==================== design 1
==> design_1/met4.png <==
(1 px per um) Supply wires on this layer in grey.
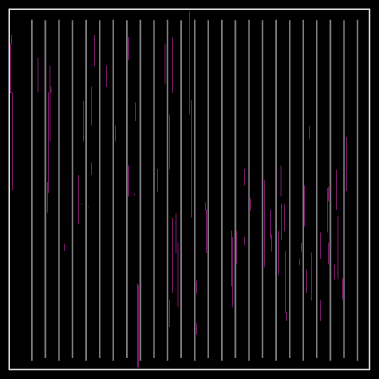
==> design_1/port_nets.png <==
(1 px per um)
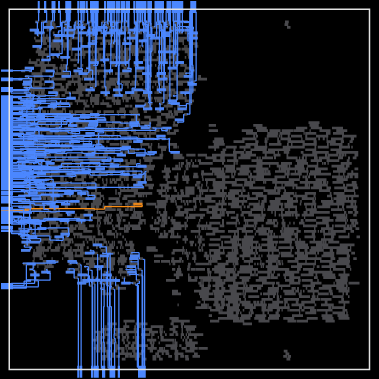
==> config.mk <==
export PLATFORM = sky130hd
export DESIGN_NAME = spdif_subframe_unpack
export DESIGN_NICKNAME = d
export VERILOG_FILES = /design/src/rtl/spdif_subframe_unpack.sv
export SDC_FILE = /design/constraint.sdc
export NUM_CORES = 1
export LEC_CHECK = 0
export ABC_AREA = 1
export ABC_CLOCK_PERIOD_IN_PS = 17500
export CAP_MARGIN = 40
export CELL_PAD_IN_SITES_DETAIL_PLACEMENT = 0
export CELL_PAD_IN_SITES_GLOBAL_PLACEMENT = 1
export CORE_MARGIN = 8
export CORE_UTILIZATION = 30
export CTS_CLUSTER_SIZE = 12
export DETAILED_ROUTE_END_ITERATION = 16
export GPL_TIMING_DRIVEN = 0
export PLACE_DENSITY = 0.66
export SKIP_CTS_REPAIR_TIMING = 1
export SLEW_MARGIN = 20
export SYNTH_ARGS = -nofsm -noshare
export SYNTH_HDL_FRONTEND = slang
export SYNTH_SLANG_ARGS = --single-unit
==> constraint.sdc <==
create_clock -name clk -period 17.5 [get_ports clk]
set_clock_uncertainty 0.05 [all_clocks]
set_input_delay 3.5 -clock clk [delete_from_list [all_inputs] [get_ports clk]]
set_output_delay 3.5 -clock clk [all_outputs]
set_load 0.02 [all_outputs]
==> src/rtl/spdif_subframe_unpack.sv <==
// S/PDIF subframe unpacker: collects the 28 decoded bits after each preamble, checks even
// parity, queues {sample, channel, V, U} in a first-word-fall-through FIFO and assembles the channel-status block.
module spdif_subframe_unpack #(
  parameter int SAMPLE_W   = 20,
  parameter int NUM_CH     = 2,
  parameter int FIFO_DEPTH = 16,
  parameter int CS_CH      = 0,
  localparam int CHW       = (NUM_CH > 1) ? $clog2(NUM_CH) : 1
) (
  input  logic                clk,
  input  logic                rst,
  input  logic                pre_valid,
  input  logic [1:0]          pre_type,
  input  logic                vin,
  input  logic                din,
  output logic                out_valid,
  input  logic                out_ready,
  output logic [SAMPLE_W-1:0] out_data,
  output logic [CHW-1:0]      out_ch,
  output logic                out_v,
  output logic                out_u,
  output logic                cs_valid,
  output logic [191:0]        cs_data,
  output logic                cs_err,
  output logic                short_err,
  output logic [15:0]         par_err_cnt,
  output logic [15:0]         ovf_cnt
);

  localparam int AW = $clog2(FIFO_DEPTH);
  localparam int EW = SAMPLE_W + CHW + 2;
  localparam logic [AW:0]    DEPTH_C = (AW + 1)'(FIFO_DEPTH);
  localparam logic [CHW-1:0] CS_IDX  = CHW'(CS_CH);
  localparam logic [CHW-1:0] CH_MAX  = CHW'(NUM_CH - 1);

  typedef enum logic [1:0] {S_IDLE, S_SHIFT, S_COMMIT} state_t;
  state_t state_q, state_d;

  logic [4:0]     bitcnt_q;
  logic [27:0]    sr_q;
  logic [CHW-1:0] ch_q;
  logic [7:0]     fidx_q;
  logic           block_ok_q, armed_q, csv_seen_q;
  logic [191:0]   shadow_q, shadow_d, cs_data_q;
  logic           cs_valid_q, cs_err_q, short_err_q;
  logic [15:0]    par_err_cnt_q, ovf_cnt_q;

  logic [EW-1:0]  mem_q [FIFO_DEPTH];
  logic [AW-1:0]  wr_ptr_q, rd_ptr_q;
  logic [AW:0]    count_q, count_d;
  logic           empty_q, full_q;

  logic pv_ok, is_b, is_m, is_w;
  logic do_shift, do_commit, trunc;
  logic parity_ok, cs_slot, last_frame, cs_done, cs_bad_last, b_err;
  logic rd_en, wr_req, wr_en, ovf;
  logic [EW-1:0] wr_word, head;

  assign pv_ok = pre_valid && (pre_type != 2'd3);
  assign is_b  = pv_ok && (pre_type == 2'd0);
  assign is_m  = pv_ok && (pre_type == 2'd1);
  assign is_w  = pv_ok && (pre_type == 2'd2);

  always_ff @(posedge clk or posedge rst) begin
    if (rst) state_q <= S_IDLE;
    else     state_q <= state_d;
  end

  always_comb begin
    state_d = state_q;
    case (state_q)
      S_IDLE:   if (pv_ok) state_d = S_SHIFT;
      S_SHIFT:  if (pv_ok) state_d = S_SHIFT;
                else if (vin && bitcnt_q == 5'd27) state_d = S_COMMIT;
      S_COMMIT: state_d = pv_ok ? S_SHIFT : S_IDLE;
      default:  state_d = S_IDLE;
    endcase
  end

  // A preamble always wins over a coincident data strobe.
  always_comb begin
    do_shift  = (state_q == S_SHIFT) && vin && !pv_ok;
    do_commit = (state_q == S_COMMIT);
    trunc     = (state_q == S_SHIFT) && pv_ok;
  end

  assign parity_ok   = ~^sr_q;
  assign cs_slot     = do_commit && (ch_q == CS_IDX);
  assign last_frame  = cs_slot && (fidx_q == 8'd191) && block_ok_q;
  assign cs_done     = last_frame && parity_ok;
  assign cs_bad_last = last_frame && !parity_ok;
  assign b_err       = is_b && armed_q && !(csv_seen_q || cs_done);

  always_comb begin
    shadow_d = shadow_q;
    if (cs_slot) shadow_d[fidx_q] = sr_q[26];
  end

  always_ff @(posedge clk or posedge rst) begin
    if (rst) begin
      bitcnt_q      <= '0;
      sr_q          <= '0;
      ch_q          <= '0;
      fidx_q        <= '0;
      block_ok_q    <= 1'b0;
      armed_q       <= 1'b0;
      csv_seen_q    <= 1'b0;
      shadow_q      <= '0;
      cs_data_q     <= '0;
      cs_valid_q    <= 1'b0;
      cs_err_q      <= 1'b0;
      short_err_q   <= 1'b0;
      par_err_cnt_q <= '0;
      ovf_cnt_q     <= '0;
    end else begin
      if (pv_ok)         bitcnt_q <= '0;
      else if (do_shift) bitcnt_q <= bitcnt_q + 5'd1;
      if (do_shift) sr_q <= {din, sr_q[27:1]};

      if (is_b || is_m)                ch_q <= '0;
      else if (is_w && ch_q != CH_MAX) ch_q <= ch_q + 1'b1;

      if (is_b)                          fidx_q <= '0;
      else if (is_m && fidx_q != 8'd191) fidx_q <= fidx_q + 8'd1;

      // B opens a new block even if the subframe committing alongside it was bad.
      if (is_b) block_ok_q <= 1'b1;
      else if ((is_m && fidx_q == 8'd191) || (do_commit && !parity_ok)) block_ok_q <= 1'b0;

      if (is_b) armed_q <= 1'b1;
      if (is_b)         csv_seen_q <= 1'b0;
      else if (cs_done) csv_seen_q <= 1'b1;

      shadow_q <= shadow_d;
      if (cs_done) cs_data_q <= shadow_d;
      cs_valid_q  <= cs_done;
      cs_err_q    <= cs_bad_last || b_err;
      short_err_q <= trunc;

      if (do_commit && !parity_ok && par_err_cnt_q != 16'hFFFF) par_err_cnt_q <= par_err_cnt_q + 16'd1;
      if (ovf && ovf_cnt_q != 16'hFFFF) ovf_cnt_q <= ovf_cnt_q + 16'd1;
    end
  end

  // A full FIFO still accepts a write when its head leaves in the same cycle.
  assign rd_en   = out_valid && out_ready;
  assign wr_req  = do_commit && parity_ok;
  assign wr_en   = wr_req && (!full_q || rd_en);
  assign ovf     = wr_req && !wr_en;
  assign wr_word = {sr_q[23 -: SAMPLE_W], ch_q, sr_q[24], sr_q[25]};

  always_comb begin
    count_d = count_q;
    if (wr_en && !rd_en)      count_d = count_q + 1'b1;
    else if (!wr_en && rd_en) count_d = count_q - 1'b1;
  end

  always_ff @(posedge clk or posedge rst) begin
    if (rst) begin
      wr_ptr_q <= '0;
      rd_ptr_q <= '0;
      count_q  <= '0;
      empty_q  <= 1'b1;
      full_q   <= 1'b0;
    end else begin
      if (wr_en) wr_ptr_q <= wr_ptr_q + 1'b1;
      if (rd_en) rd_ptr_q <= rd_ptr_q + 1'b1;
      count_q <= count_d;
      empty_q <= (count_d == '0);
      full_q  <= (count_d == DEPTH_C);
    end
  end

  always_ff @(posedge clk) begin
    if (wr_en) mem_q[wr_ptr_q] <= wr_word;
  end

  assign head        = mem_q[rd_ptr_q];
  assign out_valid   = !empty_q;
  assign out_data    = out_valid ? head[EW-1 -: SAMPLE_W] : '0;
  assign out_ch      = out_valid ? head[CHW+1:2] : '0;
  assign out_v       = out_valid && head[1];
  assign out_u       = out_valid && head[0];
  assign cs_valid    = cs_valid_q;
  assign cs_data     = cs_data_q;
  assign cs_err      = cs_err_q;
  assign short_err   = short_err_q;
  assign par_err_cnt = par_err_cnt_q;
  assign ovf_cnt     = ovf_cnt_q;

endmodule

==> results.py <==
# Synthesis and PnR figures
metrics = {
    "critical_path": {
        "r2r_end": "mem_q[6][16]$_DFFE_PP_",
        "setup.worst_path.start": "rd_ptr_q[0]$_DFFE_PP0P_",
        "path_class": "reg2out",
        "critical-path-max-stage-delay_ps": 690,
        "worst-path-buf-inv": 5,
        "worstSetupEndpointType": "primary output",
    },
    "job": {
        "maxCapViolCount": 0,
    },
    "detailed_routing": {
        "ant_nets": 0,
        "viasPerCell": 4.742,
        "dr.pass1.iters": 5,
    },
    "synthesis": {
        "syn_area_um2": 35240,
        "synth-edff-count": 368,
        "synth-xor-area-share_pct": 1.069,
        "aoi_share_pct": 10.07,
        "yosysSeqAreaShare_pct": 65.52,
    },
    "status": {
        "status": "complete, no violations",
    },
    "cells_and_area": {
        "largest_register": "mem_q",
        "regArea_um2": 23090,
        "final_layout_size_suffix_gt1_share_pct": 9.589,
    },
    "timing": {
        "slew_violations": 0,
    },
    "pwr": {
        "p_per_area_nw_per_um2": 128.4,
        "switching_share_pct": 33.66,
        "seq_cell_power_w": 0.00225,
    },
    "floorplanning": {
        "initCoreUtil_pct": 30.28,
        "core_um2": 116400,
        "die-height_um": 358.7,
        "die_x_um": 358.7,
    },
    "min_path": {
        "min_from": "state_q[1]$_DFFE_PP0P_",
        "hold_depth": 1,
        "whs_endpoint": "state_q[0]$_DFFE_PP0P_",
    },
    "place": {
        "dp.cells": 4994,
        "placed_area_um2": 40450,
    },
    "global_routing": {
        "grt_first_pass_wirelength_mm": 164.1,
        "grt_max_degree": 98,
        "grt_pass1_vias": 24520,
    },
}
About design_1/met4.png:
- nets with wire on the layer: 34
- wire length on this layer: 2,520 um
final wirelength: 111.6 mm
DR vias: 24,540

About design_1/port_nets.png:
- orange: cs_err (bits 1; direction output; edge left; end cells 1; buffers 1; wire 140 um)
- blue: cs_data (bits 192; direction output; edge 101 left, 73 top, 18 bottom; end cells 192; buffers 192; wire 14,300 um)


==================== design 2
==> design_2/density.png <==
(4 px per um) 9 x 9 tiles, from dark blue (low) to red (high), 0 to 100% covered.
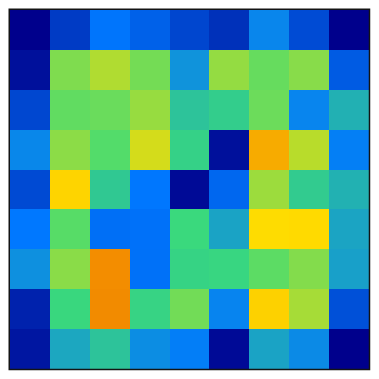
## config.mk

```make
export PLATFORM = sky130hd
export DESIGN_NAME = core_hcu_fwd
export DESIGN_NICKNAME = d
export VERILOG_FILES = /design/src/rtl/core_hcu_fwd.sv
export SDC_FILE = /design/constraint.sdc
export NUM_CORES = 1
export LEC_CHECK = 0
export CAP_MARGIN = 20
export CORE_MARGIN = 4
export CORE_UTILIZATION = 33
export CTS_BUF_LIST = sky130_fd_sc_hd__clkbuf_8 sky130_fd_sc_hd__clkbuf_16
export CTS_CLUSTER_DIAMETER = 100
export CTS_CLUSTER_SIZE = 25
export DETAILED_ROUTE_END_ITERATION = 10
export SLEW_MARGIN = 30
export SYNTH_ARGS = -nofsm -noshare
export SYNTH_HDL_FRONTEND = slang
export SYNTH_SLANG_ARGS = --single-unit
```

## constraint.sdc

```tcl
create_clock -name CLK -period 4.3 [get_ports CLK]
set_input_delay 0.645 -clock CLK [delete_from_list [all_inputs] [get_ports CLK]]
set_output_delay 0.645 -clock CLK [all_outputs]
set_load 0.02 [all_outputs]
```

## src/rtl/core_hcu_fwd.sv

```systemverilog
// Hazard control unit: stall/flush sequencing for a 5-stage pipeline plus
// EX-stage operand forwarding selects and saturating stall/flush counters.
module core_hcu_fwd #(
    parameter int          RADDR_W = 5,
    parameter int unsigned FWD_EN  = 1,
    parameter int          CNT_W   = 16
) (
    input  logic               CLK,
    input  logic               NRST,
    input  logic [RADDR_W-1:0] ID_RS1_ADDR,
    input  logic [RADDR_W-1:0] ID_RS2_ADDR,
    input  logic               ID_RS1_USED,
    input  logic               ID_RS2_USED,
    input  logic [RADDR_W-1:0] EX_RS1_ADDR,
    input  logic [RADDR_W-1:0] EX_RS2_ADDR,
    input  logic [RADDR_W-1:0] IDEX_RD_ADDR,
    input  logic [RADDR_W-1:0] EXMEM_RD_ADDR,
    input  logic [RADDR_W-1:0] MEMWB_RD_ADDR,
    input  logic               IDEX_RD_VALID,
    input  logic               EXMEM_RD_VALID,
    input  logic               MEMWB_RD_VALID,
    input  logic               IDEX_ISLOAD,
    input  logic               EXMEM_ISLOAD,
    input  logic               REDIRECT,
    input  logic               DMEM_REQ,
    input  logic               DMEM_DONE,
    input  logic               IMEM_BUSY,
    output logic               PC_WRITE,
    output logic               IFID_WRITE,
    output logic               IDEX_WRITE,
    output logic               EXMEM_WRITE,
    output logic               MEMWB_WRITE,
    output logic               IFID_FLUSH,
    output logic               IDEX_FLUSH,
    output logic               EXMEM_FLUSH,
    output logic [1:0]         FWD_A_SEL,
    output logic [1:0]         FWD_B_SEL,
    output logic [1:0]         HCU_STATE,
    output logic [CNT_W-1:0]   STALL_CNT,
    output logic [CNT_W-1:0]   FLUSH_CNT
);

    typedef enum logic [1:0] {
        RUN       = 2'b00,
        DMEM_WAIT = 2'b01,
        KILL      = 2'b10
    } hcu_state_t;

    localparam logic [CNT_W-1:0] CNT_MAX = '1;

    hcu_state_t       state, state_next;
    logic             pc_w, ifid_w, idex_w, exmem_w, memwb_w;
    logic             ifid_f, idex_f, redirect_acc;
    logic             load_use, raw_nofwd, data_hazard, dmem_stall;
    logic             exmem_fwd_ok, memwb_fwd_ok;
    logic [1:0]       sel_a, sel_b;
    logic [CNT_W-1:0] stall_cnt, flush_cnt;

    function automatic logic id_reads(input logic [RADDR_W-1:0] rd,
                                      input logic [RADDR_W-1:0] a1,
                                      input logic [RADDR_W-1:0] a2,
                                      input logic u1,
                                      input logic u2);
        return (rd != '0) && ((u1 && (a1 == rd)) || (u2 && (a2 == rd)));
    endfunction

    assign load_use = IDEX_ISLOAD && IDEX_RD_VALID &&
        id_reads(IDEX_RD_ADDR, ID_RS1_ADDR, ID_RS2_ADDR, ID_RS1_USED, ID_RS2_USED);

    // Without forwarding, any in-flight producer of an ID source must drain first.
    assign raw_nofwd = (FWD_EN == 0) && (
        (IDEX_RD_VALID  && id_reads(IDEX_RD_ADDR,  ID_RS1_ADDR, ID_RS2_ADDR, ID_RS1_USED, ID_RS2_USED)) ||
        (EXMEM_RD_VALID && id_reads(EXMEM_RD_ADDR, ID_RS1_ADDR, ID_RS2_ADDR, ID_RS1_USED, ID_RS2_USED)) ||
        (MEMWB_RD_VALID && id_reads(MEMWB_RD_ADDR, ID_RS1_ADDR, ID_RS2_ADDR, ID_RS1_USED, ID_RS2_USED)));

    assign data_hazard = load_use || raw_nofwd;
    assign dmem_stall  = DMEM_REQ && !DMEM_DONE;

    assign exmem_fwd_ok = EXMEM_RD_VALID && !EXMEM_ISLOAD && (EXMEM_RD_ADDR != '0);
    assign memwb_fwd_ok = MEMWB_RD_VALID && (MEMWB_RD_ADDR != '0);

    assign sel_a = (FWD_EN == 0)                                   ? 2'b00 :
                   (exmem_fwd_ok && (EXMEM_RD_ADDR == EX_RS1_ADDR)) ? 2'b01 :
                   (memwb_fwd_ok && (MEMWB_RD_ADDR == EX_RS1_ADDR)) ? 2'b10 : 2'b00;
    assign sel_b = (FWD_EN == 0)                                   ? 2'b00 :
                   (exmem_fwd_ok && (EXMEM_RD_ADDR == EX_RS2_ADDR)) ? 2'b01 :
                   (memwb_fwd_ok && (MEMWB_RD_ADDR == EX_RS2_ADDR)) ? 2'b10 : 2'b00;

    always_ff @(posedge CLK or negedge NRST) begin
        if (!NRST) state <= RUN;
        else       state <= state_next;
    end

    // Next state and stage controls; a pending data access freezes everything.
    always_comb begin
        state_next   = state;
        pc_w         = 1'b1;
        ifid_w       = 1'b1;
        idex_w       = 1'b1;
        exmem_w      = 1'b1;
        memwb_w      = 1'b1;
        ifid_f       = 1'b0;
        idex_f       = 1'b0;
        redirect_acc = 1'b0;
        case (state)
            DMEM_WAIT: begin
                if (!DMEM_DONE) begin
                    {pc_w, ifid_w, idex_w, exmem_w, memwb_w} = 5'b0;
                end else begin
                    state_next = RUN;
                end
            end
            KILL: begin
                if (dmem_stall) begin
                    {pc_w, ifid_w, idex_w, exmem_w, memwb_w} = 5'b0;
                end else begin
                    ifid_f = 1'b1;
                    if (REDIRECT) begin
                        idex_f       = 1'b1;
                        redirect_acc = 1'b1;
                    end else if (!IMEM_BUSY) begin
                        state_next = RUN;
                    end
                end
            end
            default: begin
                state_next = RUN;
                if (dmem_stall) begin
                    {pc_w, ifid_w, idex_w, exmem_w, memwb_w} = 5'b0;
                    state_next = DMEM_WAIT;
                end else if (REDIRECT) begin
                    ifid_f       = 1'b1;
                    idex_f       = 1'b1;
                    redirect_acc = 1'b1;
                    if (IMEM_BUSY) state_next = KILL;
                end else if (data_hazard) begin
                    pc_w   = 1'b0;
                    ifid_w = 1'b0;
                    idex_f = 1'b1;
                end else if (IMEM_BUSY) begin
                    pc_w   = 1'b0;
                    ifid_w = 1'b0;
                    idex_w = 1'b0;
                    idex_f = 1'b1;
                end
            end
        endcase
    end

    always_ff @(posedge CLK or negedge NRST) begin
        if (!NRST) begin
            stall_cnt <= '0;
            flush_cnt <= '0;
        end else begin
            if (!pc_w && (stall_cnt != CNT_MAX))
                stall_cnt <= stall_cnt + CNT_W'(1);
            if (redirect_acc && (flush_cnt != CNT_MAX))
                flush_cnt <= flush_cnt + CNT_W'(1);
        end
    end

    // Reset must quiet every control output immediately, not at the next edge.
    assign PC_WRITE    = NRST & pc_w;
    assign IFID_WRITE  = NRST & ifid_w;
    assign IDEX_WRITE  = NRST & idex_w;
    assign EXMEM_WRITE = NRST & exmem_w;
    assign MEMWB_WRITE = NRST & memwb_w;
    assign IFID_FLUSH  = NRST & ifid_f;
    assign IDEX_FLUSH  = NRST & idex_f;
    assign EXMEM_FLUSH = 1'b0;
    assign FWD_A_SEL   = NRST ? sel_a : 2'b00;
    assign FWD_B_SEL   = NRST ? sel_b : 2'b00;
    assign HCU_STATE   = state;
    assign STALL_CNT   = stall_cnt;
    assign FLUSH_CNT   = flush_cnt;

endmodule

```

==> results.py <==
# Synthesis and PnR figures
metrics = {
    "status": {
        "status": "complete, no violations",
    },
    "synthesis": {
        "ys_warn_count": 0,
        "largest_area_cell": "dfrtp_1",
        "syn_area_per_cell_um2": 9.706,
    },
    "floorplanning": {
        "die-height_um": 89.71,
        "die_x_um": 89.71,
    },
    "critical_path": {
        "r2r_slack_ps": 2210,
        "critical_path.cell_chain": "clkdlybuf4s50_1 -> or4_1 -> o21ai_0 -> nor4_1 -> nor4_1 -> clkdlybuf4s50_1",
    },
    "place": {
        "portBuffers": 92,
    },
    "timing": {
        "fin_setup_tns_ps": 0,
        "fin_crit_sh_pct": 83.70,
    },
    "cells_and_area": {
        "clk_share_pct": 2.916,
        "nonClkBufAreaFrac_pct": 28.32,
    },
    "cts": {
        "post_cts_buffers": 0,
        "cts_hold_buf": 0,
        "cts-root-buf": "clkbuf_8",
    },
    "job": {
        "openroad.warnings": 27,
    },
}
Notes on design_2/density.png above:
- fullest tile: 84%
- tiles over 75% full: 7.4%
- densest ninth of the die: right middle
Floorplan Utilization: 34.31%
Layout Utilization: 50.77%


==================== design 3
==> design_3/port_nets.png <==
(3 px per um)
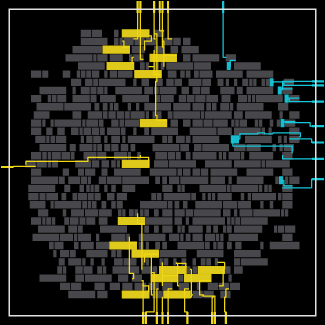
==> design_3/density.png <==
(4 px per um) 10 x 10 tiles, from dark blue (low) to red (high), 0 to 100% covered.
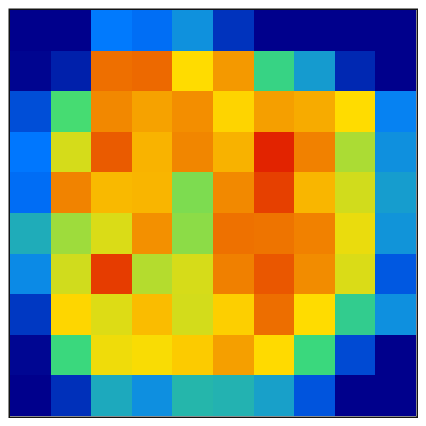
==> design_3/clock_map.png <==
(4 px per um)
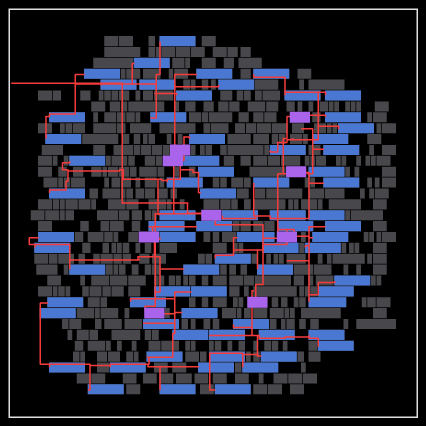
**src/rtl/seq_row_mult_ctrl_pkg.sv**
```systemverilog
// Shared definitions for the sequential row multiplier: state encoding and
// the operand width the partial-product row is built for.
package seq_row_mult_ctrl_pkg;

    localparam int MULT_W = 8;

    localparam logic [1:0] ST_IDLE = 2'd0;
    localparam logic [1:0] ST_RUN  = 2'd1;
    localparam logic [1:0] ST_DONE = 2'd2;

    typedef enum logic [1:0] {
        IDLE = ST_IDLE,
        RUN  = ST_RUN,
        DONE = ST_DONE
    } state_t;

    // Zero-extend a product to the accumulator width.
    function automatic logic [63:0] zext_prod(input logic [2*MULT_W-1:0] prod);
        return {{(64-2*MULT_W){1'b0}}, prod};
    endfunction

endpackage

```
**src/rtl/seq_row_mult_ctrl_array_levels.sv**
```systemverilog
// One partial-product row of an unsigned array multiplier.
// The row adds the gated multiplicand (a & b[i]) onto the incoming partial sum
// {cin, sin}; the 9-bit result comes out as {c, s}. The controller feeds the
// row one multiplier bit per clock and shifts the result right by one.
module array_levels
    import seq_row_mult_ctrl_pkg::*;
#(
    parameter int WIDTH = MULT_W
) (
    input  logic             a,
    input  logic [WIDTH-1:0] b,
    input  logic [WIDTH-2:0] sin,
    input  logic             cin,
    output logic [WIDTH-1:0] s,
    output logic             c
);

    logic [WIDTH-1:0] pp;
    logic [WIDTH-1:0] psum;
    logic [WIDTH:0]   total;

    // Partial-product bits: one AND gate per cell of the row.
    genvar gi;
    generate
        for (gi = 0; gi < WIDTH; gi++) begin : g_cell
            assign pp[gi] = a & b[gi];
        end
    endgenerate

    // The incoming sum: the top bit arrives on the carry input of the row.
    assign psum  = {cin, sin};
    assign total = {1'b0, psum} + {1'b0, pp};

    assign s = total[WIDTH-1:0];
    assign c = total[WIDTH];

endmodule

```
**src/rtl/seq_row_mult_ctrl.sv**
```systemverilog
// Sequential 8x8 unsigned multiply-accumulate controller.
// A single partial-product row is reused for 8 clocks (one per multiplier bit)
// instead of a full combinational array. Operands arrive on a valid/ready
// handshake, the product (and optional running accumulation) leaves on another.
module seq_row_mult_ctrl
    import seq_row_mult_ctrl_pkg::*;
#(
    parameter int WIDTH = MULT_W,
    parameter int ACC_W = 20
) (
    input  logic               clk,
    input  logic               rst,
    input  logic               in_valid,
    output logic               in_ready,
    input  logic [WIDTH-1:0]   a,
    input  logic [WIDTH-1:0]   b,
    input  logic               acc_en,
    input  logic               acc_clr,
    output logic               out_valid,
    input  logic               out_ready,
    output logic [2*WIDTH-1:0] p,
    output logic [ACC_W-1:0]   acc
);

    localparam int KW = $clog2(WIDTH);

    // Elaboration guards: the row cell is sized for 8-bit operands only.
    generate
        if (WIDTH != MULT_W) begin : g_bad_width
            $error("seq_row_mult_ctrl: WIDTH must be %0d", MULT_W);
        end
        if (ACC_W < 2*WIDTH) begin : g_bad_acc
            $error("seq_row_mult_ctrl: ACC_W must be >= 2*WIDTH");
        end
    endgenerate

    state_t state, state_nxt;

    logic [KW-1:0]      k;
    logic [WIDTH-1:0]   a_r;
    logic [WIDTH-1:0]   b_r;
    logic               accen_r;
    logic [WIDTH-1:0]   hi_r;
    logic [WIDTH-1:0]   lo_r;
    logic [2*WIDTH-1:0] p_r;
    logic [ACC_W-1:0]   acc_r;

    logic [WIDTH-1:0]   row_s;
    logic               row_c;
    logic [WIDTH-1:0]   hi_next;
    logic [WIDTH-1:0]   lo_next;
    logic [2*WIDTH-1:0] prod_next;
    logic               accept;
    logic               last_iter;
    logic               acc_upd;
    logic [63:0]        prod_ext;

    assign accept    = (state == IDLE) && in_valid;
    assign last_iter = (k == KW'(WIDTH-1));
    assign acc_upd   = (state == RUN) && last_iter && accen_r;

    // Shared row: multiplier bit k gates the multiplicand onto the running sum.
    array_levels #(.WIDTH(WIDTH)) u_row (
        .a   (a_r[k]),
        .b   (b_r),
        .sin (hi_r[WIDTH-2:0]),
        .cin (hi_r[WIDTH-1]),
        .s   (row_s),
        .c   (row_c)
    );

    // Shift the row result right: the low bit retires into lo_r[k].
    always_comb begin
        hi_next    = {row_c, row_s[WIDTH-1:1]};
        lo_next    = lo_r;
        lo_next[k] = row_s[0];
        prod_next  = {hi_next, lo_next};
        prod_ext   = zext_prod(prod_next);
    end

    // State register.
    always_ff @(posedge clk or posedge rst) begin
        if (rst) state <= IDLE;
        else     state <= state_nxt;
    end

    // Next-state logic: fixed 8-iteration RUN, then hold DONE until taken.
    always_comb begin
        state_nxt = state;
        case (state)
            IDLE:    if (in_valid)  state_nxt = RUN;
            RUN:     if (last_iter) state_nxt = DONE;
            DONE:    if (out_ready) state_nxt = IDLE;
            default:                state_nxt = IDLE;
        endcase
    end

    // Operand capture and iteration datapath; p only moves on completion.
    always_ff @(posedge clk or posedge rst) begin
        if (rst) begin
            k       <= '0;
            a_r     <= '0;
            b_r     <= '0;
            accen_r <= 1'b0;
            hi_r    <= '0;
            lo_r    <= '0;
            p_r     <= '0;
        end else if (accept) begin
            k       <= '0;
            a_r     <= a;
            b_r     <= b;
            accen_r <= acc_en;
            hi_r    <= '0;
            lo_r    <= '0;
        end else if (state == RUN) begin
            k    <= k + 1'b1;
            hi_r <= hi_next;
            lo_r <= lo_next;
            if (last_iter) p_r <= prod_next;
        end
    end

    // Accumulator: clear wins over a same-cycle update; sum wraps.
    always_ff @(posedge clk or posedge rst) begin
        if (rst)          acc_r <= '0;
        else if (acc_clr) acc_r <= '0;
        else if (acc_upd) acc_r <= acc_r + prod_ext[ACC_W-1:0];
    end

    assign in_ready  = (state == IDLE);
    assign out_valid = (state == DONE);
    assign p         = p_r;
    assign acc       = acc_r;

endmodule
```
**config.mk**
```make
export PLATFORM = sky130hd
export DESIGN_NAME = seq_row_mult_ctrl
export DESIGN_NICKNAME = d
export VERILOG_FILES = /design/src/rtl/seq_row_mult_ctrl_pkg.sv /design/src/rtl/seq_row_mult_ctrl_array_levels.sv /design/src/rtl/seq_row_mult_ctrl.sv
export SDC_FILE = /design/constraint.sdc
export NUM_CORES = 1
export LEC_CHECK = 0
export CAP_MARGIN = 25
export CORE_MARGIN = 5
export CORE_UTILIZATION = 50
export CTS_CLUSTER_DIAMETER = 150
export DETAILED_ROUTE_END_ITERATION = 12
export GPL_ROUTABILITY_DRIVEN = 0
export GPL_TIMING_DRIVEN = 0
export PLACE_DENSITY = 0.77
export REMOVE_ABC_BUFFERS = 1
export SYNTH_ARGS = -nofsm -noshare
export SYNTH_HDL_FRONTEND = slang
export SYNTH_SLANG_ARGS = --single-unit
```
**constraint.sdc**
```tcl
create_clock -name clk -period 4.4 [get_ports clk]
set_input_delay 0.88 -clock clk [delete_from_list [all_inputs] [get_ports clk]]
set_output_delay 0.88 -clock clk [all_outputs]
set_load 0.01 [all_outputs]
```
==> results.py <==
# Synthesis and PnR figures
metrics = {
    "status": {
        "status": "finished, violations left",
        "violations": "setup timing",
    },
    "cells_and_area": {
        "lay_top_cells": "91 x nand2_1, 72 x dfrtp_1, 59 x clkdlybuf4s50_1",
        "dominant_cells": "multi-input combinational cells",
    },
    "critical_path": {
        "cpMaxStageDelayCell": "mux4_2",
        "cp_max_fo": 5,
        "cp.depth": 17,
    },
    "detailed_routing": {
        "num_vias": 3502,
        "highest_layer": "met4",
        "drc": 0,
    },
    "synthesis": {
        "synthTopCellsByCount": "91 x nand2_1, 74 x dfrtp_1, 49 x o21ai_0",
        "synth-xor-area-share_pct": 3.726,
    },
    "pwr": {
        "p_comb_w": 0.00201,
        "peakVddDrop_uv": 232.7,
    },
    "floorplanning": {
        "dieArea_um2": 10330,
    },
    "timing": {
        "setup_viol_count_final": 3,
        "worst_slack_ps": -76.34,
    },
}
About design_3/port_nets.png:
- cyan: b (bits 8; direction input; edge 7 right, 1 top; end cells 8; buffers 8; wire 173 um)
- yellow: p (bits 16; direction output; edge 9 bottom, 6 top, 1 left; end cells 16; buffers 16; wire 412 um)
# port buffers: 59
count of boundary I/O pins: 60

About design_3/density.png:
- mean over tiles: 53%
- fullest tile: 96%
- tiles over 75% full: 36%
- densest ninth of the die: middle
- nearly empty tiles: 13%
Core Region: 8217 um2
Layout Utilization: 67.60%
Floorplan Utilization: 51.09%

About design_3/clock_map.png:
- blue: flip-flops (count 74)
- red: clock wires (length 928 um)
- purple: cells driving clock nets (count 9)
- routed clock nets: 10
- flops lie: widely spread
power share of the clock group: 15.5%
Power Clock: 0.000559 W
Post-Route Skew: 10.13 ps



==> gallery <==
Congestion heat map.
shot_01.png
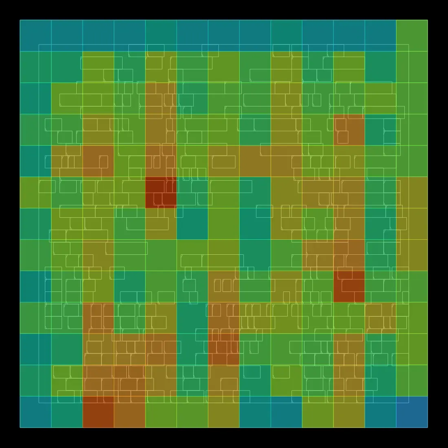
shot_02.png
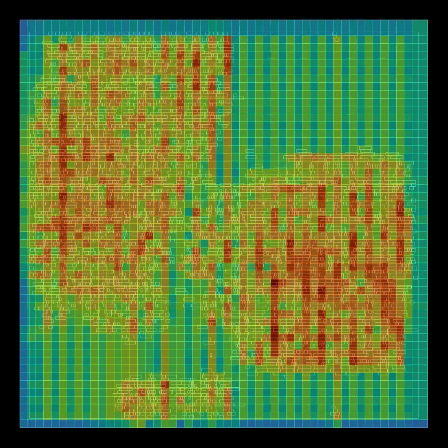
shot_03.png
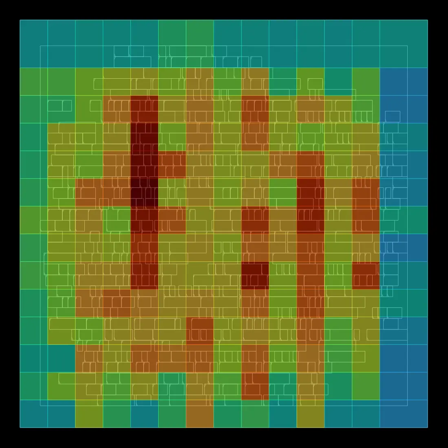
Of these, highest track usage: shot_03.png
shot_02.png -> design 1
shot_01.png -> design 2
shot_03.png -> design 3

Power is estimated from default activity; no workload was simulated.
